# block 1

==> block_1/layer_met3.png <==
Drawn at 8 px/um.
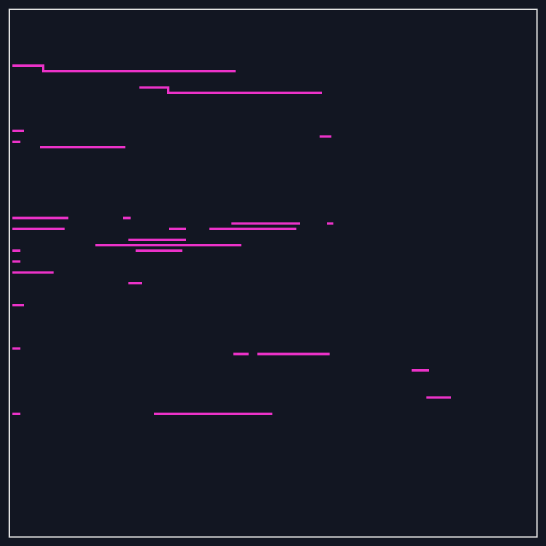
==> block_1/clocks.png <==
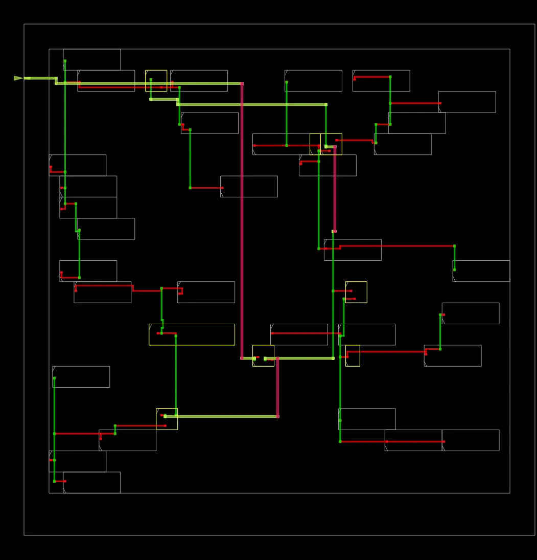
--- config.mk ---
export PLATFORM = sky130hd
export DESIGN_NAME = encoder_round_scheduler
export DESIGN_NICKNAME = d
export VERILOG_FILES = /design/src/rtl/encoder_pkg.sv /design/src/rtl/step_watchdog.sv /design/src/rtl/encoder_round_scheduler.sv
export SDC_FILE = /design/constraint.sdc
export NUM_CORES = 1
export LEC_CHECK = 0
export CAP_MARGIN = 30
export CORE_MARGIN = 3
export CORE_UTILIZATION = 50
export DETAILED_ROUTE_END_ITERATION = 8
export HOLD_SLACK_MARGIN = 0.1
export PLACE_DENSITY = 0.74
export SLEW_MARGIN = 20
export SYNTH_ARGS = -nofsm -noshare
export SYNTH_HDL_FRONTEND = slang
export SYNTH_SLANG_ARGS = --single-unit
--- constraint.sdc ---
create_clock -name clk -period 5.3 [get_ports clk]
set_input_delay 0.795 -clock clk [delete_from_list [all_inputs] [get_ports clk]]
set_output_delay 0.795 -clock clk [all_outputs]
set_load 0.01 [all_outputs]
--- src/rtl/encoder_pkg.sv ---
// Shared definitions for the matrix-encoder round scheduler: FSM encoding,
// step-unit ordering and default operation sizing.
package encoder_pkg;

  localparam int STATE_W = 2;

  typedef enum logic [STATE_W-1:0] {
    ST_IDLE    = 2'd0,
    ST_LAUNCH  = 2'd1,
    ST_WAIT    = 2'd2,
    ST_ADVANCE = 2'd3
  } state_e;

  localparam int STEP_PARITY  = 0;
  localparam int STEP_ROTATE  = 1;
  localparam int STEP_PERMUTE = 2;
  localparam int STEP_REVAL   = 3;
  localparam int STEP_ADDRC   = 4;

  localparam int DEF_NUM_STEPS  = STEP_ADDRC + 1;
  localparam int DEF_NUM_ROUNDS = 24;
  localparam int DEF_TIMEOUT    = 4096;

endpackage

--- src/rtl/step_watchdog.sv ---
// Per-step watchdog: counts cycles spent waiting on a step unit and flags
// expiry once the count reaches TIMEOUT-1.
module step_watchdog
  import encoder_pkg::*;
#(
  parameter int TIMEOUT = DEF_TIMEOUT,
  parameter int TMO_W   = 13
) (
  input  logic clk,
  input  logic rst,
  input  logic clr,
  input  logic en,
  output logic expired
);

  logic [TMO_W-1:0] r_count;

  assign expired = (r_count == TMO_W'(TIMEOUT - 1));

  // Holds at the limit so a late enable cannot wrap the count back to zero.
  always_ff @(posedge clk) begin
    if (rst || clr) begin
      r_count <= '0;
    end else if (en && !expired) begin
      r_count <= r_count + TMO_W'(1);
    end
  end

endmodule

--- src/rtl/encoder_round_scheduler.sv ---
// Fires the encoder step units in fixed order for NUM_ROUNDS rounds,
// ping-ponging the state buffer between steps and guarding each step.
module encoder_round_scheduler
  import encoder_pkg::*;
#(
  parameter int NUM_STEPS  = DEF_NUM_STEPS,
  parameter int NUM_ROUNDS = DEF_NUM_ROUNDS,
  parameter int ROUND_W    = 5,
  parameter int STEP_W     = 3,
  parameter int TIMEOUT    = DEF_TIMEOUT,
  parameter int TMO_W      = 13
) (
  input  logic                 clk,
  input  logic                 rst,
  input  logic                 start,
  input  logic                 abort,
  input  logic [NUM_STEPS-1:0] step_done,
  output logic [NUM_STEPS-1:0] step_start,
  output logic                 buf_sel,
  output logic [ROUND_W-1:0]   round_idx,
  output logic [STEP_W-1:0]    step_idx,
  output logic                 busy,
  output logic                 done,
  output logic                 error
);

  state_e               r_state;
  state_e               w_next;
  logic [NUM_STEPS-1:0] r_step_start;
  logic [NUM_STEPS-1:0] w_start_vec;
  logic                 r_buf_sel;
  logic [ROUND_W-1:0]   r_round_idx;
  logic [ROUND_W-1:0]   w_nround;
  logic [STEP_W-1:0]    r_step_idx;
  logic [STEP_W-1:0]    w_nstep;
  logic                 r_done;
  logic                 r_error;
  logic                 r_done_q;
  logic                 w_sel_done;
  logic                 w_rise;
  logic                 w_last_step;
  logic                 w_last_round;
  logic                 w_accept;
  logic                 w_adv;
  logic                 w_finish;
  logic                 w_timeout;
  logic                 w_wd_clr;
  logic                 w_wd_en;
  logic                 w_wd_expired;

  step_watchdog #(
    .TIMEOUT (TIMEOUT),
    .TMO_W   (TMO_W)
  ) u_watchdog (
    .clk     (clk),
    .rst     (rst),
    .clr     (w_wd_clr),
    .en      (w_wd_en),
    .expired (w_wd_expired)
  );

  always_comb begin
    w_sel_done = 1'b0;
    for (int i = 0; i < NUM_STEPS; i++) begin
      if (r_step_idx == STEP_W'(i)) w_sel_done = step_done[i];
    end
  end

  // Only a fresh 0->1 edge on the selected done flag completes a step.
  assign w_rise       = (r_state == ST_WAIT) && w_sel_done && !r_done_q;
  assign w_last_step  = (r_step_idx == STEP_W'(NUM_STEPS - 1));
  assign w_last_round = (r_round_idx == ROUND_W'(NUM_ROUNDS - 1));

  always_ff @(posedge clk) begin
    if (rst) begin
      r_state <= ST_IDLE;
    end else begin
      r_state <= w_next;
    end
  end

  always_comb begin
    w_next    = r_state;
    w_nstep   = r_step_idx;
    w_nround  = r_round_idx;
    w_accept  = 1'b0;
    w_adv     = 1'b0;
    w_finish  = 1'b0;
    w_timeout = 1'b0;
    w_wd_clr  = 1'b0;
    w_wd_en   = 1'b0;
    if (abort && (r_state != ST_IDLE)) begin
      w_next = ST_IDLE;
    end else begin
      case (r_state)
        ST_IDLE: begin
          if (start && !abort) begin
            w_next   = ST_LAUNCH;
            w_accept = 1'b1;
            w_nstep  = STEP_W'(STEP_PARITY);
            w_nround = '0;
          end
        end
        ST_LAUNCH: begin
          w_next   = ST_WAIT;
          w_wd_clr = 1'b1;
        end
        ST_WAIT: begin
          if (w_rise) begin
            w_next = ST_ADVANCE;
          end else if (w_wd_expired) begin
            w_next    = ST_IDLE;
            w_timeout = 1'b1;
          end else begin
            w_wd_en = 1'b1;
          end
        end
        ST_ADVANCE: begin
          w_adv = 1'b1;
          if (!w_last_step) begin
            w_nstep = r_step_idx + STEP_W'(1);
            w_next  = ST_LAUNCH;
          end else begin
            w_nstep = '0;
            if (!w_last_round) begin
              w_nround = r_round_idx + ROUND_W'(1);
              w_next   = ST_LAUNCH;
            end else begin
              w_next   = ST_IDLE;
              w_finish = 1'b1;
            end
          end
        end
        default: w_next = ST_IDLE;
      endcase
    end
  end

  always_comb begin
    w_start_vec = '0;
    for (int i = 0; i < NUM_STEPS; i++) begin
      w_start_vec[i] = (w_next == ST_LAUNCH) && (w_nstep == STEP_W'(i));
    end
  end

  always_ff @(posedge clk) begin
    if (rst) begin
      r_step_start <= '0;
      r_buf_sel    <= 1'b0;
      r_round_idx  <= '0;
      r_step_idx   <= '0;
      r_done       <= 1'b0;
      r_error      <= 1'b0;
      r_done_q     <= 1'b0;
    end else begin
      r_step_start <= w_start_vec;
      r_step_idx   <= w_nstep;
      r_round_idx  <= w_nround;
      if (w_accept) begin
        r_buf_sel <= 1'b0;
        r_done    <= 1'b0;
        r_error   <= 1'b0;
      end else if (w_adv) begin
        r_buf_sel <= ~r_buf_sel;
      end
      if (w_finish) r_done <= 1'b1;
      if (w_timeout) r_error <= 1'b1;
      if ((r_state == ST_LAUNCH) || (r_state == ST_WAIT)) begin
        r_done_q <= w_sel_done;
      end
    end
  end

  assign step_start = r_step_start;
  assign buf_sel    = r_buf_sel;
  assign round_idx  = r_round_idx;
  assign step_idx   = r_step_idx;
  assign busy       = (r_state != ST_IDLE);
  assign done       = r_done;
  assign error      = r_error;

endmodule

==> reports/qor.json <==
{
  "outcome": {"value": "completed"},
  "internal-power": {"value": 0.000364, "unit": "W"},
  "total_cts_buffers": {"value": 5},
  "vias_per_cell": {"value": 6.00},
  "grt_pass1_wl": {"value": 7090, "unit": "um"},
  "ctsRootBufferMaster": {"value": "sky130_fd_sc_hd__clkbuf_4"},
  "clockBufferDepth": {"value": 2},
  "relative_contribution_of_combinational_cells_to_total_power": {"value": 11.4, "unit": "%"},
  "ys_cells": {"value": 208},
  "fmax": {"value": 0.381, "unit": "GHz"},
  "dr_vias": {"value": 1687},
  "critical_path.endpoint_type": {"value": "primary output"},
  "clkPwrFrac": {"value": 38.0, "unit": "%"},
  "synth.comb.largest_family": {"value": "simple AND/OR/NAND/NOR gates"},
  "critical_path_cell_count": {"value": 4},
  "insertion_delay": {"value": 340, "unit": "ps"},
  "detailed_place.area": {"value": 2060, "unit": "sq um"},
  "wirelength": {"value": 4210, "unit": "um"},
  "power_frac_seq": {"value": 50.7, "unit": "%"},
  "simple_gate_area_share_of_the_yosys_netlist": {"value": 28.2, "unit": "%"},
  "detail_route.first_pass.iterations": {"value": 4},
  "crit_path_max_incr_delay": {"value": 560, "unit": "ps"},
  "worst-slew-pin-transition": {"value": 742, "unit": "ps"},
  "finalHoldViolations": {"value": 0},
  "grt_start_max_net_pins": {"value": 24},
  "endpoint": {"value": "busy"},
  "buffer_ports.inserted": {"value": 25},
  "htreeDepth": {"value": 2}
}
Notes on block_1/layer_met3.png above:
longest straight run	23.9 um
wire length on this layer	169 um
share of all routed wire	4.0%
nets with wire on the layer	21
main direction	horizontal

Notes on block_1/clocks.png above:
clock network power consumption: 0.000184 W
Num Clock Sinks: 32
Layout Skew: 8.14 ps

logic make-up after synthesis:
group | count (synthesis)
compound gates | 54
xor+xnor | 4
fa+ha+maj | 11
buf+inv | 18
flops | 32
mux | 2
simple gates | 87
through the flow:
| stage | hold WS, ps | util, % | std cells | setup slack (ps) |
|---|---|---|---|---|
| 2_1_floorplan | 416 | - | 208 | 2950 |
| 3_3_place_gp | 424 | 60.8 | 273 | 2560 |
| 3_5_place_dp | 435 | 60.8 | 273 | 2500 |
| 4_1_cts | 449 | 63.1 | 281 | 2660 |
| 5_1_grt | 465 | 63.1 | 281 | 2550 |
| 6_report | 443 | 63.1 | 281 | 2680 |
cell type report:
type                    count  share of cell area, %
repair buffers             25                   11.7
clock inverters             2                   1.64
clock buffers               6                   1.93
flip-flops and latches     32                   30.0
multi-input cells         158                   50.0
inverters                  12                   2.11
well taps                  46                   2.69
routing by layer:
layer,share of wire (%),vias to the layer above
met2,52,39
li1,-,836
met5,0,-
met3,4.0,8
met1,43,804
met4,1.5,0
state kept, by name (all words and copies together) (netlist names):
signal              flops
error                   1
u_watchdog.r_count     13
r_state                 2
round_idx               5
buf_sel                 1
r_done_q                1
step_idx                3
done                    1
step_start              5

# block 2

## config.mk

```make
export PLATFORM = sky130hd
export DESIGN_NAME = issue_fifo
export DESIGN_NICKNAME = d
export VERILOG_FILES = /design/src/rtl/issue_fifo.sv
export SDC_FILE = /design/constraint.sdc
export NUM_CORES = 1
export LEC_CHECK = 0
export CAP_MARGIN = 20
export CELL_PAD_IN_SITES_DETAIL_PLACEMENT = 0
export CELL_PAD_IN_SITES_GLOBAL_PLACEMENT = 2
export CORE_AREA = 5 5 159 161
export CTS_CLUSTER_SIZE = 40
export DETAILED_ROUTE_END_ITERATION = 10
export DIE_AREA = 0 0 164 166
export GPL_ROUTABILITY_DRIVEN = 0
export PLACE_DENSITY_LB_ADDON = 0.2
export SLEW_MARGIN = 20
export SYNTH_ARGS = -nofsm -noshare
export SYNTH_HDL_FRONTEND = slang
export SYNTH_SLANG_ARGS = --single-unit
```

## constraint.sdc

```tcl
create_clock -name clk -period 5.6 [get_ports clk]
set_input_delay 1.68 -clock clk [delete_from_list [all_inputs] [get_ports clk]]
set_output_delay 1.68 -clock clk [all_outputs]
set_load 0.05 [all_outputs]
```

## src/rtl/issue_fifo.sv

```systemverilog
// issue_fifo: in-order issue queue with show-ahead head, almost-full stall hint and redirect flush.
module issue_fifo #(
    parameter int WIDTH     = 32,
    parameter int DEPTH     = 8,
    parameter int AF_MARGIN = 2
) (
    input  logic                     clk,
    input  logic                     rst,
    input  logic                     flush,
    input  logic                     push,
    input  logic [WIDTH-1:0]         din,
    input  logic                     pop,
    output logic [WIDTH-1:0]         dout,
    output logic                     empty,
    output logic                     full,
    output logic                     almost_full,
    output logic [$clog2(DEPTH):0]   count,
    output logic                     overflow
);
    localparam int AW = $clog2(DEPTH);
    localparam int CW = AW + 1;

    logic [WIDTH-1:0] mem [DEPTH];
    logic [AW-1:0]    rd_ptr;
    logic [AW-1:0]    wr_ptr;
    logic             do_push;
    logic             do_pop;

    assign empty       = count == '0;
    assign full        = count == CW'(DEPTH);
    assign almost_full = (CW'(DEPTH) - count) <= CW'(AF_MARGIN);
    assign do_pop      = pop & ~empty;
    assign do_push     = push & (~full | do_pop);
    assign dout        = mem[rd_ptr];

    always_ff @(posedge clk or posedge rst) begin
        if (rst) begin
            rd_ptr   <= '0;
            wr_ptr   <= '0;
            count    <= '0;
            overflow <= 1'b0;
        end else if (flush) begin
            rd_ptr   <= wr_ptr;
            count    <= '0;
            overflow <= 1'b0;
        end else begin
            if (do_push)
                wr_ptr <= wr_ptr + 1'b1;
            if (do_pop)
                rd_ptr <= rd_ptr + 1'b1;
            count    <= count + CW'(do_push) - CW'(do_pop);
            overflow <= push & full & ~do_pop;
        end
    end

    // storage is deliberately left unreset; its contents are don't-care while empty
    always_ff @(posedge clk) begin
        if (!rst && !flush && do_push)
            mem[wr_ptr] <= din;
    end
endmodule

```

==> block_2/flops_by_reg.png <==
Drawn at 2 px/um.
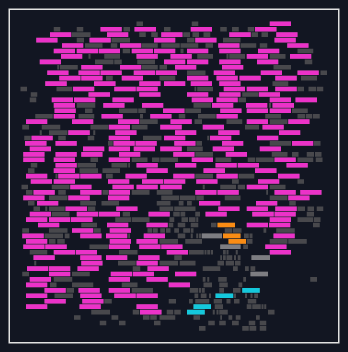
colour	netlist name	placed flops
magenta	mem	256
cyan	count	4
orange	wr_ptr	3
not coloured	4
post-layout utilization of the core: 53.3%
sequential logic power: 0.00259 W
register share of the cell area: 62.8%
flip-flop and latch area: 7970 sq um

==> reports/qor.json <==
{
  "htreeDepth": {"value": 1},
  "cts_repair_resize_count": {"value": 0},
  "power.share.switching": {"value": 33.1, "unit": "%"},
  "flops_after_synth": {"value": 267},
  "groute.layer.met3.usage": {"value": 2.73, "unit": "%"},
  "dp_hpwl": {"value": 11200, "unit": "um"},
  "max_cap_viol_count": {"value": 0},
  "use_met1": {"value": 20.4, "unit": "%"},
  "mux_area_share": {"value": 18.3, "unit": "%"},
  "drive_above_1_share": {"value": 24.2, "unit": "%"},
  "met2_length": {"value": 10000, "unit": "um"},
  "final.fill_count": {"value": 1863},
  "post_cts.repair.setup_buffers": {"value": 0},
  "timing_max_transition_violations_final": {"value": 0},
  "required": {"value": 3920, "unit": "ps"},
  "log.warning_count": {"value": 29},
  "critical_path.top_delay_family": {"value": "buffers and inverters"},
  "wl_met1": {"value": 8900, "unit": "um"},
  "grt_start_max_net_pins": {"value": 67},
  "synth-main-ff-cell": {"value": "sky130_fd_sc_hd__edfxtp_1"},
  "ys_cells": {"value": 455},
  "synth.comb.largest_family": {"value": "multiplexers"},
  "synth.net_count": {"value": 504},
  "outcome": {"value": "completed"},
  "ys_chip_area": {"value": 10500, "unit": "sq um"},
  "wl_per_cell": {"value": 22.1, "unit": "um"},
  "worst_setup_slack_before_clock_tree_synthesis": {"value": 1090, "unit": "ps"},
  "critical_path.endpoint_type": {"value": "primary output"},
  "worstHoldStart": {"value": "wr_ptr[2]$_DFFE_PP0P_"},
  "nets": {"value": 608}
}
==> state kept, by name, indices dropped and copies added (netlist names) <==
signal    cells
mem         256
wr_ptr        3
overflow      1
count         4
rd_ptr        3
==> per-stage QoR <==
step           utilization, %  hold slack [ps]
6_report                 53.3              659
5_1_grt                  53.3              689
2_1_floorplan               -              539
3_5_place_dp             49.4              635
3_3_place_gp             49.4              636
4_1_cts                  53.3              659
==> layout make-up <==
class	instances	share of cell area [%]
Tap cell	324	3.19
Timing Repair Buffer	93	7.29
Sequential cell	267	62.8
Clock buffer	36	5.92
Inverter	10	0.296
Multi-Input combinational cell	158	19.1
Clock inverter	18	1.48
==> worst max path at each step <==
stage                          start                  end  slack [ps]  cells past startpoint
2_1_floorplan                    pop  mem[4][0]$_DFFE_PP_         730                      3
3_3_place_gp   rd_ptr[1]$_DFFE_PP0P_             dout[22]        1090                      4
3_5_place_dp   rd_ptr[1]$_DFFE_PP0P_             dout[22]        1090                      4
4_1_cts        rd_ptr[1]$_DFFE_PP0P_             dout[22]         520                      4
5_1_grt        rd_ptr[1]$_DFFE_PP0P_             dout[16]         420                      4
6_report       rd_ptr[1]$_DFFE_PP0P_             dout[22]         590                      4

# block 3

==> block_3/flops_by_reg.png <==
Drawn at 3 px/um.
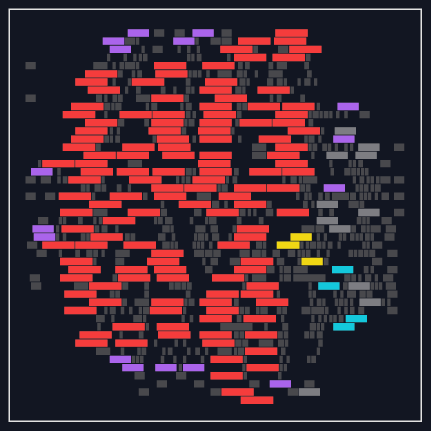
## config.mk

```make
export PLATFORM = sky130hd
export DESIGN_NAME = cnn_layer_sched
export DESIGN_NICKNAME = d
export VERILOG_FILES = /design/src/rtl/cnn_layer_sched.sv
export SDC_FILE = /design/constraint.sdc
export NUM_CORES = 1
export LEC_CHECK = 0
export ABC_AREA = 1
export CAP_MARGIN = 40
export CORE_MARGIN = 5
export CORE_UTILIZATION = 40
export CTS_BUF_LIST = sky130_fd_sc_hd__clkbuf_8
export DETAILED_ROUTE_END_ITERATION = 8
export SLEW_MARGIN = 10
export SYNTH_ARGS = -nofsm -noshare
export SYNTH_HDL_FRONTEND = slang
export SYNTH_SLANG_ARGS = --single-unit
```

## constraint.sdc

```tcl
create_clock -name clk -period 2.72 [get_ports clk]
set_clock_uncertainty 0.2 [all_clocks]
set_input_delay 0.544 -clock clk [delete_from_list [all_inputs] [get_ports clk]]
set_output_delay 0.544 -clock clk [all_outputs]
set_load 0.01 [all_outputs]
```

## src/rtl/cnn_layer_sched.sv

```systemverilog
// cnn_layer_sched: multi-layer scheduler for the CNN engine controller.
// Holds a per-layer config table and runs back-to-back engine passes: for each
// pass it presents the layer's config word, pulses cnn_en, waits for the
// engine to drop its done level, then waits for done to come back.
// Optional build macro: LAYER_PERF_EN adds a per-pass cycle counter and the
// layer_cyc output (plus the CYC_W parameter).
module cnn_layer_sched #(
    parameter int MAX_LAYERS = 8,
    parameter int LAYER_W    = 3,
    parameter int CFG_W      = 16
`ifdef LAYER_PERF_EN
    ,
    parameter int CYC_W      = 32
`endif
) (
    input  logic               clk,
    input  logic               rst,
    input  logic               cfg_we,
    input  logic [LAYER_W-1:0] cfg_addr,
    input  logic [CFG_W-1:0]   cfg_wdata,
    input  logic [LAYER_W:0]   num_layers,
    input  logic               start,
    input  logic               abort,
    output logic               busy,
    output logic               done,
    output logic               aborted,
    output logic [LAYER_W-1:0] layer_idx,
    output logic [CFG_W-1:0]   cnn_cfg,
    output logic               cnn_en,
`ifdef LAYER_PERF_EN
    output logic [CYC_W-1:0]   layer_cyc,
`endif
    input  logic               cnn_done
);

    typedef enum logic [2:0] {
        S_IDLE,
        S_LOAD,
        S_FIRE,
        S_ARM,
        S_WAIT,
        S_NEXT,
        S_FIN
    } state_t;

    localparam logic [LAYER_W:0] MAX_N = (LAYER_W+1)'(MAX_LAYERS);
    localparam logic [LAYER_W:0] ONE_N = (LAYER_W+1)'(1);

    state_t             state_q;
    logic [LAYER_W-1:0] idx_q;
    logic [LAYER_W:0]   n_q;
    logic               abort_q;
    logic               busy_q;
    logic               done_q;
    logic               aborted_q;
    logic [LAYER_W-1:0] layer_idx_q;
    logic [CFG_W-1:0]   cfg_q;
    logic               en_q;

    logic [CFG_W-1:0]   cfg_mem [MAX_LAYERS];

    logic [LAYER_W:0]   n_clamp_d;
    logic               last_pass_d;
    logic               stop_d;

    // Requested pass count is clamped to the table depth; idx therefore never wraps.
    assign n_clamp_d   = (num_layers > MAX_N) ? MAX_N : num_layers;
    assign last_pass_d = ({1'b0, idx_q} == (n_q - ONE_N));
    // An abort arriving in the NEXT cycle itself is honoured as well as the sticky flag.
    assign stop_d      = last_pass_d || abort_q || abort;

    // Config table: writable only while idle, never cleared by reset.
    always_ff @(posedge clk) begin
        if (cfg_we && (state_q == S_IDLE)) begin
            cfg_mem[cfg_addr] <= cfg_wdata;
        end
    end

    // Pass sequencer with registered outputs.
    always_ff @(posedge clk) begin
        if (rst) begin
            state_q     <= S_IDLE;
            idx_q       <= '0;
            n_q         <= '0;
            abort_q     <= 1'b0;
            busy_q      <= 1'b0;
            done_q      <= 1'b0;
            aborted_q   <= 1'b0;
            layer_idx_q <= '0;
            cfg_q       <= '0;
            en_q        <= 1'b0;
        end else begin
            en_q   <= 1'b0;
            done_q <= 1'b0;
            if ((state_q != S_IDLE) && abort) begin
                abort_q <= 1'b1;
            end
            case (state_q)
                S_IDLE: begin
                    if (start) begin
                        if (num_layers != '0) begin
                            n_q       <= n_clamp_d;
                            idx_q     <= '0;
                            busy_q    <= 1'b1;
                            abort_q   <= 1'b0;
                            aborted_q <= 1'b0;
                            state_q   <= S_LOAD;
                        end else begin
                            // Empty run: report completion without ever going busy.
                            done_q    <= 1'b1;
                            aborted_q <= 1'b0;
                        end
                    end
                end
                S_LOAD: begin
                    cfg_q       <= cfg_mem[idx_q];
                    layer_idx_q <= idx_q;
                    state_q     <= S_FIRE;
                end
                S_FIRE: begin
                    en_q    <= 1'b1;
                    state_q <= S_ARM;
                end
                S_ARM: begin
                    // The engine's done level is stale until it has seen cnn_en and dropped.
                    if (!cnn_done) begin
                        state_q <= S_WAIT;
                    end
                end
                S_WAIT: begin
                    if (cnn_done) begin
                        state_q <= S_NEXT;
                    end
                end
                S_NEXT: begin
                    if (stop_d) begin
                        done_q    <= 1'b1;
                        aborted_q <= abort_q || abort;
                        state_q   <= S_FIN;
                    end else begin
                        idx_q   <= idx_q + 1'b1;
                        state_q <= S_LOAD;
                    end
                end
                S_FIN: begin
                    // done (raised on entry) and busy drop on the same edge.
                    busy_q    <= 1'b0;
                    aborted_q <= 1'b0;
                    state_q   <= S_IDLE;
                end
                default: begin
                    state_q <= S_IDLE;
                end
            endcase
        end
    end

    assign busy      = busy_q;
    assign done      = done_q;
    assign aborted   = aborted_q;
    assign layer_idx = layer_idx_q;
    assign cnn_cfg   = cfg_q;
    assign cnn_en    = en_q;

`ifdef LAYER_PERF_EN
    logic [CYC_W-1:0] cyc_q;
    logic [CYC_W-1:0] layer_cyc_q;

    function automatic logic [CYC_W-1:0] sat_inc(input logic [CYC_W-1:0] v);
        return (&v) ? v : v + 1'b1;
    endfunction

    // Per-pass cycle counter: cleared at FIRE, counts ARM/WAIT cycles, latched entering NEXT.
    always_ff @(posedge clk) begin
        if (rst) begin
            cyc_q       <= '0;
            layer_cyc_q <= '0;
        end else begin
            case (state_q)
                S_FIRE: begin
                    cyc_q <= '0;
                end
                S_ARM: begin
                    cyc_q <= sat_inc(cyc_q);
                end
                S_WAIT: begin
                    cyc_q <= sat_inc(cyc_q);
                    if (cnn_done) begin
                        layer_cyc_q <= sat_inc(cyc_q);
                    end
                end
                default: begin
                end
            endcase
        end
    end

    assign layer_cyc = layer_cyc_q;
`endif

endmodule

```

==> reports/qor.json <==
{
  "outcome": {"value": "completed"},
  "endpoint": {"value": "cfg_mem[0][11]$_DFFE_PP_"},
  "report.power.total": {"value": 0.00508, "unit": "W"},
  "critPathLaunch": {"value": "state_q[2]$_SDFFE_PP0P_"},
  "htreeDepth": {"value": 4},
  "grt_antenna_before_repair": {"value": 1},
  "wl_per_cell": {"value": 16.8, "unit": "um"},
  "dr_vias": {"value": 4462},
  "yosys_warnings": {"value": 0},
  "share_of_the_yosys_chip_area_belonging_to_registers": {"value": 70.3, "unit": "%"},
  "clockBufferDepth": {"value": 2},
  "finalHoldViolations": {"value": 0},
  "insertion_delay": {"value": 460, "unit": "ps"},
  "ys_chip_area": {"value": 6440, "unit": "sq um"},
  "lay_top_count": {"value": "sky130_fd_sc_hd__edfxtp_1"},
  "top_cells_by_area": {"value": "sky130_fd_sc_hd__edfxtp_1 60%, sky130_fd_sc_hd__dfxtp_1 11%, sky130_fd_sc_hd__nand2_1 5.8%"},
  "core_area": {"value": 15800, "unit": "sq um"},
  "total_cts_buffers": {"value": 17}
}
About block_3/flops_by_reg.png:
colour	netlist name	placed flops
cyan	n_q	4
red	cfg_mem	128
purple	cnn_cfg	16
yellow	idx_q	3
not coloured	11

sequential cells by signal, summed over array words and instances, names as in the netlist:
name       flops
state_q        3
cnn_en         1
layer_idx      3
abort_q        1
done           1
cfg_mem      128
cnn_cfg       16
aborted        1
n_q            4
busy           1
idx_q          3
power by group:
part / switching (W) / internal (W) / total [W]
registers: 0.0000505 / 0.00278 / 0.00283
clock network: 0.000863 / 0.000836 / 0.00170
logic: 0.000338 / 0.000217 / 0.000555
area by class of cell:
type                            instances  area, sq um
Tap cell                              216          270
Inverter                               46          175
Fill cell                            1435         8180
Multi-Input combinational cell        349         1620
Clock inverter                         14          138
Sequential cell                       162         4530
Timing Repair Buffer                   72          668
Clock buffer                           18          248
kinds of logic (layout without fill, tap and decap cells):
logic type,count (synthesis),in the layout,share of synthesized area [%]
AND-OR/OR-AND,120,120,10.0
flip-flops,162,162,70.3
XOR/XNOR,2,2,0.272
adder cells (fa/ha/maj),2,2,0.389
AND/OR/NAND/NOR,225,225,14.4
buffers and inverters,73,150,4.66
metrics by stage:
step	cells	utilization, %	instance area (sq um)
floorplan	584	-	6440
global placement	845	45.9	7260
detailed placement	845	45.9	7260
CTS	877	48.3	7650
global route	877	48.3	7650
finish	877	48.3	7650

# block 4

<file path="config.mk">
export PLATFORM = sky130hd
export DESIGN_NAME = hazard_pipe_tracker
export DESIGN_NICKNAME = d
export VERILOG_FILES = /design/src/rtl/hazard_pipe_tracker_pkg.sv /design/src/rtl/hazard_pipe_tracker_stage_reg.sv /design/src/rtl/hazard_pipe_tracker.sv
export SDC_FILE = /design/constraint.sdc
export NUM_CORES = 1
export LEC_CHECK = 0
export ABC_CLOCK_PERIOD_IN_PS = 2900
export CAP_MARGIN = 20
export CORE_MARGIN = 2
export CORE_UTILIZATION = 47
export DETAILED_ROUTE_END_ITERATION = 16
export HOLD_SLACK_MARGIN = 0.08
export PLACE_DENSITY = 0.76
export SYNTH_ARGS = -nofsm -noshare
export SYNTH_HDL_FRONTEND = slang
export SYNTH_SLANG_ARGS = --single-unit
export TNS_END_PERCENT = 5
</file>
<file path="constraint.sdc">
create_clock -name clock -period 2.9 [get_ports clock]
set_clock_uncertainty 0.15 [all_clocks]
set_input_delay 0.435 -clock clock [delete_from_list [all_inputs] [get_ports clock]]
set_output_delay 0.435 -clock clock [all_outputs]
set_load 0.005 [all_outputs]
</file>
<file path="src/rtl/hazard_pipe_tracker_pkg.sv">
// Shared definitions for the hazard pipeline tracker.
// Holds the register-ID and counter widths, the per-stage field bundles
// and the bubble encoding (every field zero) used by all stage registers.
package hazard_pipe_tracker_pkg;

  localparam int REG_ID_W = 5;
  localparam int CNT_W    = 16;

  typedef logic [REG_ID_W-1:0] reg_id_t;
  typedef logic [CNT_W-1:0]    cnt_t;

  localparam cnt_t CNT_MAX = '1;

  // Fields carried from ID into EX. The hazard checker needs the source
  // register IDs and their want/need qualifiers while the instruction is in EX.
  typedef struct packed {
    logic    valid;
    reg_id_t rs;
    reg_id_t rt;
    reg_id_t rd;
    logic    reg_w;
    logic    mem_r;
    logic    wants_rs;
    logic    needs_rs;
    logic    wants_rt;
    logic    needs_rt;
  } ex_stage_t;

  // MEM and WB only need the destination side for forwarding decisions.
  typedef struct packed {
    logic    valid;
    reg_id_t rd;
    logic    reg_w;
    logic    mem_r;
  } mem_stage_t;

  localparam int EX_STAGE_W  = $bits(ex_stage_t);
  localparam int MEM_STAGE_W = $bits(mem_stage_t);

  // A bubble is an all-zero stage: not valid, no register IDs, no writes.
  localparam ex_stage_t  EX_BUBBLE  = '0;
  localparam mem_stage_t MEM_BUBBLE = '0;

  // Saturating increment for the event counters.
  function automatic cnt_t sat_inc(input cnt_t c);
    return (c == CNT_MAX) ? c : c + cnt_t'(1);
  endfunction

endpackage

</file>
<file path="src/rtl/hazard_pipe_tracker_stage_reg.sv">
// Generic pipeline stage register with hold / bubble / load controls.
// Ports: clk_i, rst_i (async active-high, resets to BUBBLE), hold_i, bubble_i,
//        load_i, d_i[W] -> q_o[W]. Priority: hold > bubble > load > keep.
module pipe_stage_reg #(
  parameter int           W      = 1,
  parameter logic [W-1:0] BUBBLE = '0
) (
  input  logic         clk_i,
  input  logic         rst_i,
  input  logic         hold_i,
  input  logic         bubble_i,
  input  logic         load_i,
  input  logic [W-1:0] d_i,
  output logic [W-1:0] q_o
);

  logic [W-1:0] q_q;
  logic [W-1:0] q_d;

  always_comb begin
    q_d = q_q;
    if (hold_i) begin
      q_d = q_q;
    end else if (bubble_i) begin
      q_d = BUBBLE;
    end else if (load_i) begin
      q_d = d_i;
    end
  end

  // Reset is asynchronous so the stage reads as a bubble immediately,
  // without waiting for an edge.
  always_ff @(posedge clk_i or posedge rst_i) begin
    if (rst_i) begin
      q_q <= BUBBLE;
    end else begin
      q_q <= q_d;
    end
  end

  assign q_o = q_q;

endmodule

</file>
<file path="src/rtl/hazard_pipe_tracker.sv">
// Producer side of the hazard interface: tracks register IDs and control
// bits of the instructions in EX, MEM and WB, one cycle per stage.
// Ports: clock, reset (async active-high); ID_* decoded fields in; stall
// vector ID/EX/MEM_Stall and ID_Flush in; EX_*, MEM_*, WB_* stage fields out;
// Stall_Count (cycles with ID_Stall) and Bubble_Count (bubbles into EX) out.
module hazard_pipe_tracker
  import hazard_pipe_tracker_pkg::*;
(
  input  logic                clock,
  input  logic                reset,

  input  logic                ID_Valid,
  input  logic [REG_ID_W-1:0] ID_Rs,
  input  logic [REG_ID_W-1:0] ID_Rt,
  input  logic [REG_ID_W-1:0] ID_Rd,
  input  logic                ID_RegW,
  input  logic                ID_MemR,
  input  logic                ID_Wants_Rs,
  input  logic                ID_Needs_Rs,
  input  logic                ID_Wants_Rt,
  input  logic                ID_Needs_Rt,

  input  logic                ID_Stall,
  input  logic                EX_Stall,
  input  logic                MEM_Stall,
  input  logic                ID_Flush,

  output logic [REG_ID_W-1:0] EX_Rs,
  output logic [REG_ID_W-1:0] EX_Rt,
  output logic [REG_ID_W-1:0] EX_Rd,
  output logic                EX_RegW,
  output logic                EX_MemR,
  output logic                EX_Wants_Rs,
  output logic                EX_Needs_Rs,
  output logic                EX_Wants_Rt,
  output logic                EX_Needs_Rt,

  output logic [REG_ID_W-1:0] MEM_Rd,
  output logic                MEM_RegW,
  output logic                MEM_MemR,
  output logic [REG_ID_W-1:0] WB_Rd,
  output logic                WB_RegW,
  output logic                WB_MemR,

  output logic                EX_Valid,
  output logic                MEM_Valid,
  output logic                WB_Valid,

  output logic [CNT_W-1:0]    Stall_Count,
  output logic [CNT_W-1:0]    Bubble_Count
);

  ex_stage_t  id_fields;
  ex_stage_t  ex_q;
  mem_stage_t ex_to_mem;
  mem_stage_t mem_q;
  mem_stage_t wb_q;

  logic ex_bubble;
  logic bubble_inserted;

  cnt_t stall_cnt_q;
  cnt_t stall_cnt_d;
  cnt_t bubble_cnt_q;
  cnt_t bubble_cnt_d;

  // ---------------------------------------------------------------------
  // ID -> EX
  // ---------------------------------------------------------------------
  always_comb begin
    id_fields          = EX_BUBBLE;
    id_fields.valid    = 1'b1;
    id_fields.rs       = ID_Rs;
    id_fields.rt       = ID_Rt;
    id_fields.rd       = ID_Rd;
    id_fields.reg_w    = ID_RegW;
    id_fields.mem_r    = ID_MemR;
    id_fields.wants_rs = ID_Wants_Rs;
    id_fields.needs_rs = ID_Needs_Rs;
    id_fields.wants_rt = ID_Wants_Rt;
    id_fields.needs_rt = ID_Needs_Rt;
  end

  // A flush alone is enough to bubble EX, so flush+stall together yields a
  // single bubble rather than a held instruction.
  assign ex_bubble = ID_Stall | ID_Flush | ~ID_Valid;

  pipe_stage_reg #(
    .W      (EX_STAGE_W),
    .BUBBLE (EX_BUBBLE)
  ) u_ex_stage (
    .clk_i    (clock),
    .rst_i    (reset),
    .hold_i   (EX_Stall),
    .bubble_i (ex_bubble),
    .load_i   (1'b1),
    .d_i      (id_fields),
    .q_o      (ex_q)
  );

  // ---------------------------------------------------------------------
  // EX -> MEM
  // ---------------------------------------------------------------------
  // Forward the valid-qualified write flags so MEM never inherits a write
  // from a bubble even if stale bits were ever present in EX.
  always_comb begin
    ex_to_mem       = MEM_BUBBLE;
    ex_to_mem.valid = ex_q.valid;
    ex_to_mem.rd    = ex_q.rd;
    ex_to_mem.reg_w = ex_q.reg_w & ex_q.valid;
    ex_to_mem.mem_r = ex_q.mem_r & ex_q.valid;
  end

  // A stalled EX keeps its instruction, so MEM must take a bubble to avoid
  // duplicating it downstream.
  pipe_stage_reg #(
    .W      (MEM_STAGE_W),
    .BUBBLE (MEM_BUBBLE)
  ) u_mem_stage (
    .clk_i    (clock),
    .rst_i    (reset),
    .hold_i   (MEM_Stall),
    .bubble_i (EX_Stall),
    .load_i   (1'b1),
    .d_i      (ex_to_mem),
    .q_o      (mem_q)
  );

  // ---------------------------------------------------------------------
  // MEM -> WB (never stalls)
  // ---------------------------------------------------------------------
  pipe_stage_reg #(
    .W      (MEM_STAGE_W),
    .BUBBLE (MEM_BUBBLE)
  ) u_wb_stage (
    .clk_i    (clock),
    .rst_i    (reset),
    .hold_i   (1'b0),
    .bubble_i (1'b0),
    .load_i   (1'b1),
    .d_i      (mem_q),
    .q_o      (wb_q)
  );

  // ---------------------------------------------------------------------
  // Event counters
  // ---------------------------------------------------------------------
  // Only a real instruction turned into a bubble counts; an empty ID slot
  // or a held EX does not insert anything.
  assign bubble_inserted = ~EX_Stall & ID_Valid & (ID_Stall | ID_Flush);

  always_comb begin
    stall_cnt_d  = stall_cnt_q;
    bubble_cnt_d = bubble_cnt_q;
    if (ID_Stall) begin
      stall_cnt_d = sat_inc(stall_cnt_q);
    end
    if (bubble_inserted) begin
      bubble_cnt_d = sat_inc(bubble_cnt_q);
    end
  end

  always_ff @(posedge clock or posedge reset) begin
    if (reset) begin
      stall_cnt_q  <= '0;
      bubble_cnt_q <= '0;
    end else begin
      stall_cnt_q  <= stall_cnt_d;
      bubble_cnt_q <= bubble_cnt_d;
    end
  end

  // ---------------------------------------------------------------------
  // Outputs
  // ---------------------------------------------------------------------
  // Rd of zero is passed through untouched; filtering $zero is left to the
  // hazard checker.
  assign EX_Valid     = ex_q.valid;
  assign EX_Rs        = ex_q.rs;
  assign EX_Rt        = ex_q.rt;
  assign EX_Rd        = ex_q.rd;
  assign EX_RegW      = ex_q.reg_w & ex_q.valid;
  assign EX_MemR      = ex_q.mem_r & ex_q.valid;
  assign EX_Wants_Rs  = ex_q.wants_rs;
  assign EX_Needs_Rs  = ex_q.needs_rs;
  assign EX_Wants_Rt  = ex_q.wants_rt;
  assign EX_Needs_Rt  = ex_q.needs_rt;

  assign MEM_Valid    = mem_q.valid;
  assign MEM_Rd       = mem_q.rd;
  assign MEM_RegW     = mem_q.reg_w & mem_q.valid;
  assign MEM_MemR     = mem_q.mem_r & mem_q.valid;

  assign WB_Valid     = wb_q.valid;
  assign WB_Rd        = wb_q.rd;
  assign WB_RegW      = wb_q.reg_w & wb_q.valid;
  assign WB_MemR      = wb_q.mem_r & wb_q.valid;

  assign Stall_Count  = stall_cnt_q;
  assign Bubble_Count = bubble_cnt_q;

endmodule

</file>
==> reports/qor.json <==
{
  "outcome": {"value": "completed"},
  "num-nonclk-buffers": {"value": 101},
  "clockBufferDepth": {"value": 2},
  "share_of_the_yosys_chip_area_belonging_to_registers": {"value": 54.9, "unit": "%"},
  "layout_min_cycle_time": {"value": 2140, "unit": "ps"},
  "clock_buffers": {"value": 9},
  "floorplan.io_pins": {"value": 98},
  "worst-slew-pin-transition": {"value": 556, "unit": "ps"},
  "post_cts_hold_buffer_count": {"value": 0},
  "clkTransAtPathRegs": {"value": 80, "unit": "ps"},
  "period_used_share": {"value": 73.7, "unit": "%"},
  "log.warning_count": {"value": 26},
  "crit_path_max_incr_delay": {"value": 670, "unit": "ps"},
  "floorplan.tapcells": {"value": 80},
  "max_cap_viol_count": {"value": 0},
  "met2_length": {"value": 3150, "unit": "um"},
  "met3RoutedLength": {"value": 323, "unit": "um"},
  "groute.layer.met3.usage": {"value": 4.19, "unit": "%"},
  "area_dominant_class": {"value": "registers"},
  "wl_met1": {"value": 2830, "unit": "um"},
  "required": {"value": 2970, "unit": "ps"},
  "layout.clock.cell_area_share": {"value": 4.69, "unit": "%"},
  "synth.net_count": {"value": 299},
  "cp.buffers_inverters": {"value": 1}
}
-- path summary, 6_finish.rpt --
check                                               startpoint                            to  cells after the start
worst max-delay path                                  ID_Stall  Bubble_Count[12]$_DFFE_PP0P_                      5
max in group asynchronous                                reset   Bubble_Count[1]$_DFFE_PP0P_                      3
min in group asynchronous                                reset   u_wb_stage.q_o[3]$_DFF_PP0_                      2
worst min register to register  u_mem_stage.q_o[2]$_DFFE_PP0N_   u_wb_stage.q_o[2]$_DFF_PP0_                      0
worst min-delay path            u_mem_stage.q_o[2]$_DFFE_PP0N_   u_wb_stage.q_o[2]$_DFF_PP0_                      0
worst max register to register     Bubble_Count[0]$_DFFE_PP0P_  Bubble_Count[12]$_DFFE_PP0P_                      5
-- kinds of logic (layout without fill, tap and decap cells) --
logic type                 after synthesis  count (layout)  synth area share, %
and+or+nand+nor                         99              99                 20.2
buffers and inverters                   33             118                 6.86
muxes                                    4               4                 1.53
DFF                                     70              70                 54.9
adders and majority gates                2               2                0.784
AOI/OAI and AO/OA                       36              36                 8.90
xor gates and xnor gates                25              25                 6.86
==> block_4/clocks.png <==
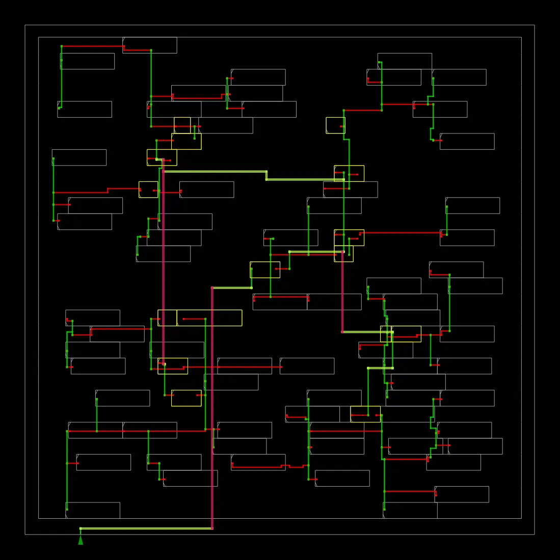
Clock Latency Late Sink: 340 ps
clock network power consumption: 0.000792 W

==> block_4/metal_density.png <==
Drawn at 4 px/um. The die is cut into 17 by 17 equal tiles; black is low, pale yellow is high, scaled to the fullest tile. Values are wire area over tile area, all layers added.
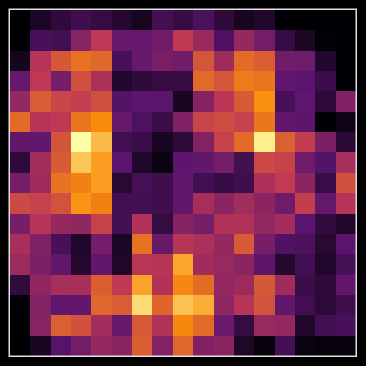
tiles over half the peak	26%
fullest tile	0.39
nearly empty tiles	5.5%


# block 5

==> block_5/layer_met3.png <==
Drawn at 6 px/um.
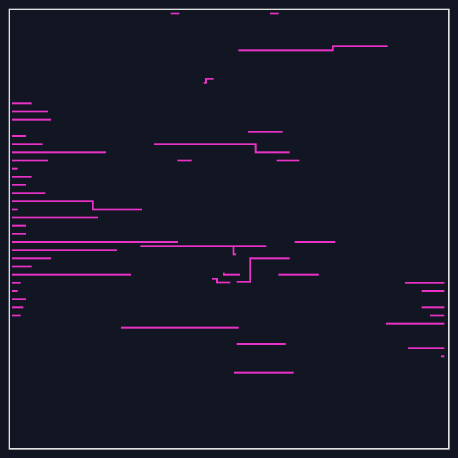
==> block_5/sizes.png <==
Drawn at 6 px/um.
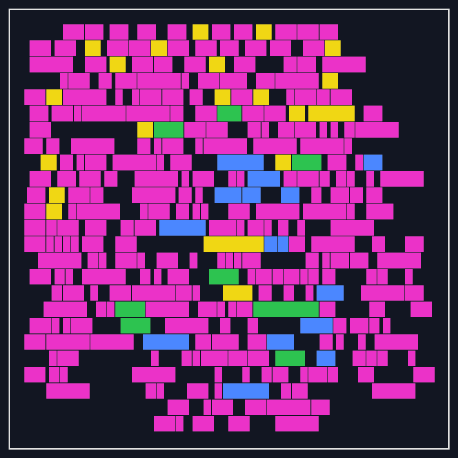
==> block_5/flops_by_reg.png <==
Drawn at 4 px/um.
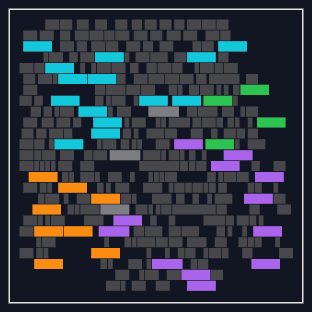
--- config.mk ---
export PLATFORM = sky130hd
export DESIGN_NAME = meter_session_ctrl
export DESIGN_NICKNAME = d
export VERILOG_FILES = /design/src/rtl/meter_pkg.sv /design/src/rtl/sat_counter.sv /design/src/rtl/meter_session_ctrl.sv
export SDC_FILE = /design/constraint.sdc
export NUM_CORES = 1
export LEC_CHECK = 0
export CORE_MARGIN = 2
export CORE_UTILIZATION = 43
export DETAILED_ROUTE_END_ITERATION = 10
export GPL_TIMING_DRIVEN = 0
export PLACE_DENSITY = 0.82
export RECOVER_POWER = 25
export SYNTH_ARGS = -nofsm -noshare
export SYNTH_HDL_FRONTEND = slang
export SYNTH_SLANG_ARGS = --single-unit
--- constraint.sdc ---
create_clock -name clk -period 2 [get_ports clk]
set_input_delay 0.4 -clock clk [delete_from_list [all_inputs] [get_ports clk]]
set_output_delay 0.4 -clock clk [all_outputs]
set_load 0.05 [all_outputs]
--- src/rtl/meter_pkg.sv ---
// Shared state encoding, default widths and switch field positions for the
// parking-meter session controller.
package meter_pkg;

    typedef enum logic [1:0] {
        ST_IDLE   = 2'd0,
        ST_RUN    = 2'd1,
        ST_SETTLE = 2'd2,
        ST_DONE   = 2'd3
    } meter_state_t;

    localparam int SEC_W_DEF  = 12;
    localparam int COST_W_DEF = 14;

    // sw[7:5] = location, sw[4:0] = hour of day
    localparam int LOC_HI  = 7;
    localparam int LOC_LO  = 5;
    localparam int HOUR_HI = 4;
    localparam int HOUR_LO = 0;

endpackage

--- src/rtl/sat_counter.sv ---
// Up-counter with synchronous clear that stops at MAX instead of wrapping.
module sat_counter #(
    parameter int W   = 12,
    parameter int MAX = 4095
) (
    input  logic         clk,
    input  logic         rst,
    input  logic         clear,
    input  logic         en,
    output logic [W-1:0] count,
    output logic         at_max
);

    assign at_max = (count == W'(MAX));

    always_ff @(posedge clk) begin
        if (rst || clear) begin
            count <= '0;
        end else if (en && !at_max) begin
            count <= count + 1'b1;
        end
    end

endmodule

--- src/rtl/meter_session_ctrl.sv ---
// Parking-session sequencer: latches the switch setting, counts seconds,
// then waits for the cost converter to settle before capturing the final cost.
module meter_session_ctrl
    import meter_pkg::*;
#(
    parameter int SEC_W      = SEC_W_DEF,
    parameter int COST_W     = COST_W_DEF,
    parameter int MAX_SEC    = 4095,
    parameter int SETTLE_CYC = 2
) (
    input  logic              clk,
    input  logic              rst,
    input  logic              tick_1hz,
    input  logic              btn_start,
    input  logic              btn_stop,
    input  logic              btn_clear,
    input  logic [7:0]        sw,
    output logic [7:0]        conv_sw,
    output logic [SEC_W-1:0]  sec_count,
    input  logic [COST_W-1:0] cost_in,
    output logic [COST_W-1:0] cost_live,
    output logic [COST_W-1:0] cost_final,
    output logic [1:0]        state,
    output logic              done,
    output logic              overflow
);

    meter_state_t cur_st, nxt_st;
    logic [3:0]   settle_cnt;
    logic         start_sess, cnt_clr, cnt_en, hit_max;
    logic         ovf_set, settle_load, capture;
    logic         at_max;

    sat_counter #(
        .W   (SEC_W),
        .MAX (MAX_SEC)
    ) u_sec (
        .clk    (clk),
        .rst    (rst),
        .clear  (cnt_clr),
        .en     (cnt_en),
        .count  (sec_count),
        .at_max (at_max)
    );

    assign cost_live = cost_in;
    assign state     = cur_st;
    assign done      = (cur_st == ST_DONE);

    // The tick is counted on the same edge a stop is honoured, so the
    // saturation check looks one count ahead.
    assign hit_max = at_max || (tick_1hz && (sec_count == SEC_W'(MAX_SEC - 1)));

    always_ff @(posedge clk) begin
        if (rst) begin
            cur_st <= ST_IDLE;
        end else begin
            cur_st <= nxt_st;
        end
    end

    always_comb begin
        nxt_st      = cur_st;
        start_sess  = 1'b0;
        cnt_clr     = 1'b0;
        cnt_en      = 1'b0;
        ovf_set     = 1'b0;
        settle_load = 1'b0;
        capture     = 1'b0;
        if (btn_clear) begin
            nxt_st  = ST_IDLE;
            cnt_clr = 1'b1;
        end else begin
            case (cur_st)
                ST_IDLE, ST_DONE: begin
                    if (btn_start) begin
                        nxt_st     = ST_RUN;
                        start_sess = 1'b1;
                        cnt_clr    = 1'b1;
                    end
                end
                ST_RUN: begin
                    cnt_en = tick_1hz;
                    if (hit_max) begin
                        ovf_set     = 1'b1;
                        settle_load = 1'b1;
                        nxt_st      = ST_SETTLE;
                    end else if (btn_stop) begin
                        settle_load = 1'b1;
                        nxt_st      = ST_SETTLE;
                    end
                end
                ST_SETTLE: begin
                    if (settle_cnt == '0) begin
                        capture = 1'b1;
                        nxt_st  = ST_DONE;
                    end
                end
                default: nxt_st = ST_IDLE;
            endcase
        end
    end

    always_ff @(posedge clk) begin
        if (rst) begin
            conv_sw    <= '0;
            settle_cnt <= '0;
            cost_final <= '0;
            overflow   <= 1'b0;
        end else begin
            if (btn_clear) begin
                settle_cnt <= '0;
                cost_final <= '0;
                overflow   <= 1'b0;
            end else begin
                if (start_sess) begin
                    conv_sw    <= sw;
                    cost_final <= '0;
                    overflow   <= 1'b0;
                end
                if (ovf_set) begin
                    overflow <= 1'b1;
                end
                if (settle_load) begin
                    settle_cnt <= 4'(SETTLE_CYC - 1);
                end else if (cur_st == ST_SETTLE && settle_cnt != '0) begin
                    settle_cnt <= settle_cnt - 1'b1;
                end
                if (capture) begin
                    cost_final <= cost_in;
                end
            end
        end
    end

endmodule

==> reports/qor.json <==
{
  "worstHoldStart": {"value": "conv_sw[6]$_SDFFE_PP0P_"},
  "dr_vias": {"value": 1937},
  "lay_top_count": {"value": "sky130_fd_sc_hd__clkdlybuf4s50_1"},
  "log.warning_count": {"value": 29},
  "synth.comb.largest_family": {"value": "simple AND/OR/NAND/NOR gates"},
  "rsz0062_at_grt": {"value": "false"},
  "timing.critical_path.from_type": {"value": "input port"},
  "unique_cell_type_count_in_the_yosys_netlist": {"value": 50},
  "outcome": {"value": "completed"},
  "fin_setup_tns": {"value": 0, "unit": "ps"},
  "critPathLaunch": {"value": "cost_in[6]"},
  "wirelength": {"value": 5170, "unit": "um"},
  "area_growth_syn_to_fin": {"value": 46.4, "unit": "%"},
  "dp_hpwl": {"value": 3870, "unit": "um"},
  "buffer_ports.inserted": {"value": 78}
}
Notes on block_5/layer_met3.png above:
longest straight run	27.4 um
share of all routed wire	7.0%
nets with wire on the layer	44
wire length on this layer	361 um

Notes on block_5/sizes.png above:
colour	size	cells	most used
green	_6 and larger	8	clkbuf_8
blue	_2 cells	15	dfxtp_2
magenta	_0 and _1 cells	275	clkdlybuf4s50_1
yellow	_3 and _4 cells	20	buf_4
final instance area: 3000 sq um
final setup slack of the worst path: 69.7 ps

Notes on block_5/flops_by_reg.png above:
colour	netlist name	placed flops
purple	u_sec.count	12
cyan	cost_final	14
green	settle_cnt	4
orange	conv_sw	8
not coloured	3
flip-flop and latch area: 826 sq um
post-layout utilization of the core: 64.3%
sequential logic power: 0.000841 W
register share of the cell area: 27.5%

[cell type report]
type	count	area, sq um	area share [%]
buffer	20	136	4.55
clock buffer	7	86.3	2.88
clock inverter	1	30.0	1.00
inverter	9	33.8	1.13
multi-input combinational	159	1070	35.6
sequential	41	826	27.5
tap	54	67.6	2.25
timing repair buffer	81	749	25.0
[state kept, by name (all words and copies together) (netlist names)]
| register | count |
|---|---|
| cost_final | 14 |
| u_sec.count | 12 |
| conv_sw | 8 |
| settle_cnt | 4 |
| state | 2 |
| overflow | 1 |
[power groups by stage]
stage	sequential [W]	combinational, W	clock (W)
2_1_floorplan	0.000909	0.000169	0
3_3_place_gp	0.000860	0.000356	0
3_5_place_dp	0.000860	0.000360	0
4_1_cts	0.000841	0.000350	0.000703
5_1_grt	0.000842	0.000377	0.000741
6_report	0.000841	0.000355	0.000692
[timing repair]
action                     4_1_cts  5_1_grt
pin swaps                        0        1
gates resized                   18        8
setup buffers                    0        3
hold buffers                     0        0
setup endpoints to repair       18        8
[layer usage]
metal,wire length [um],up-vias
li1,-,965
met1,2170,902
met2,2530,62
met3,361,8
met4,104,0
met5,0,-


==> layout pictures side by side <==
Metal 3.
image #1
Drawn at 3 px/um.
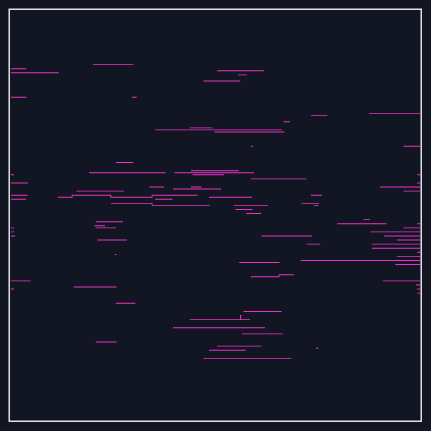
image #2
Drawn at 6 px/um.
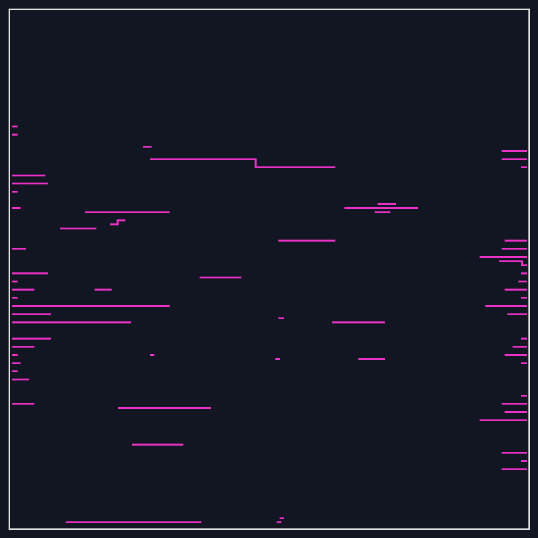
image #3
Drawn at 3 px/um.
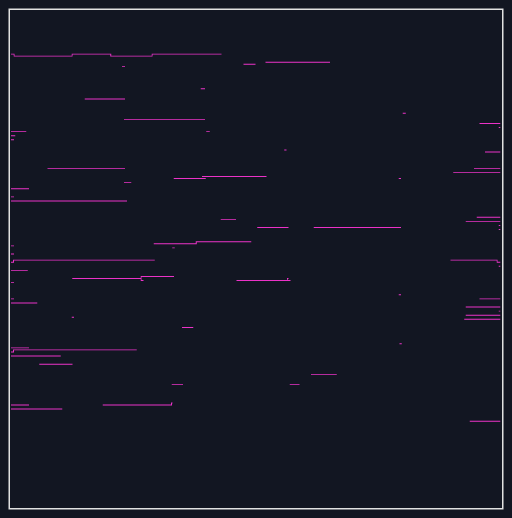
The one with the largest die is image #3.
Block 2 is image #3.
Block 4 is image #2.
Block 3 is image #1.

Power figures rest on the tool's default switching activity, not on a simulated workload.
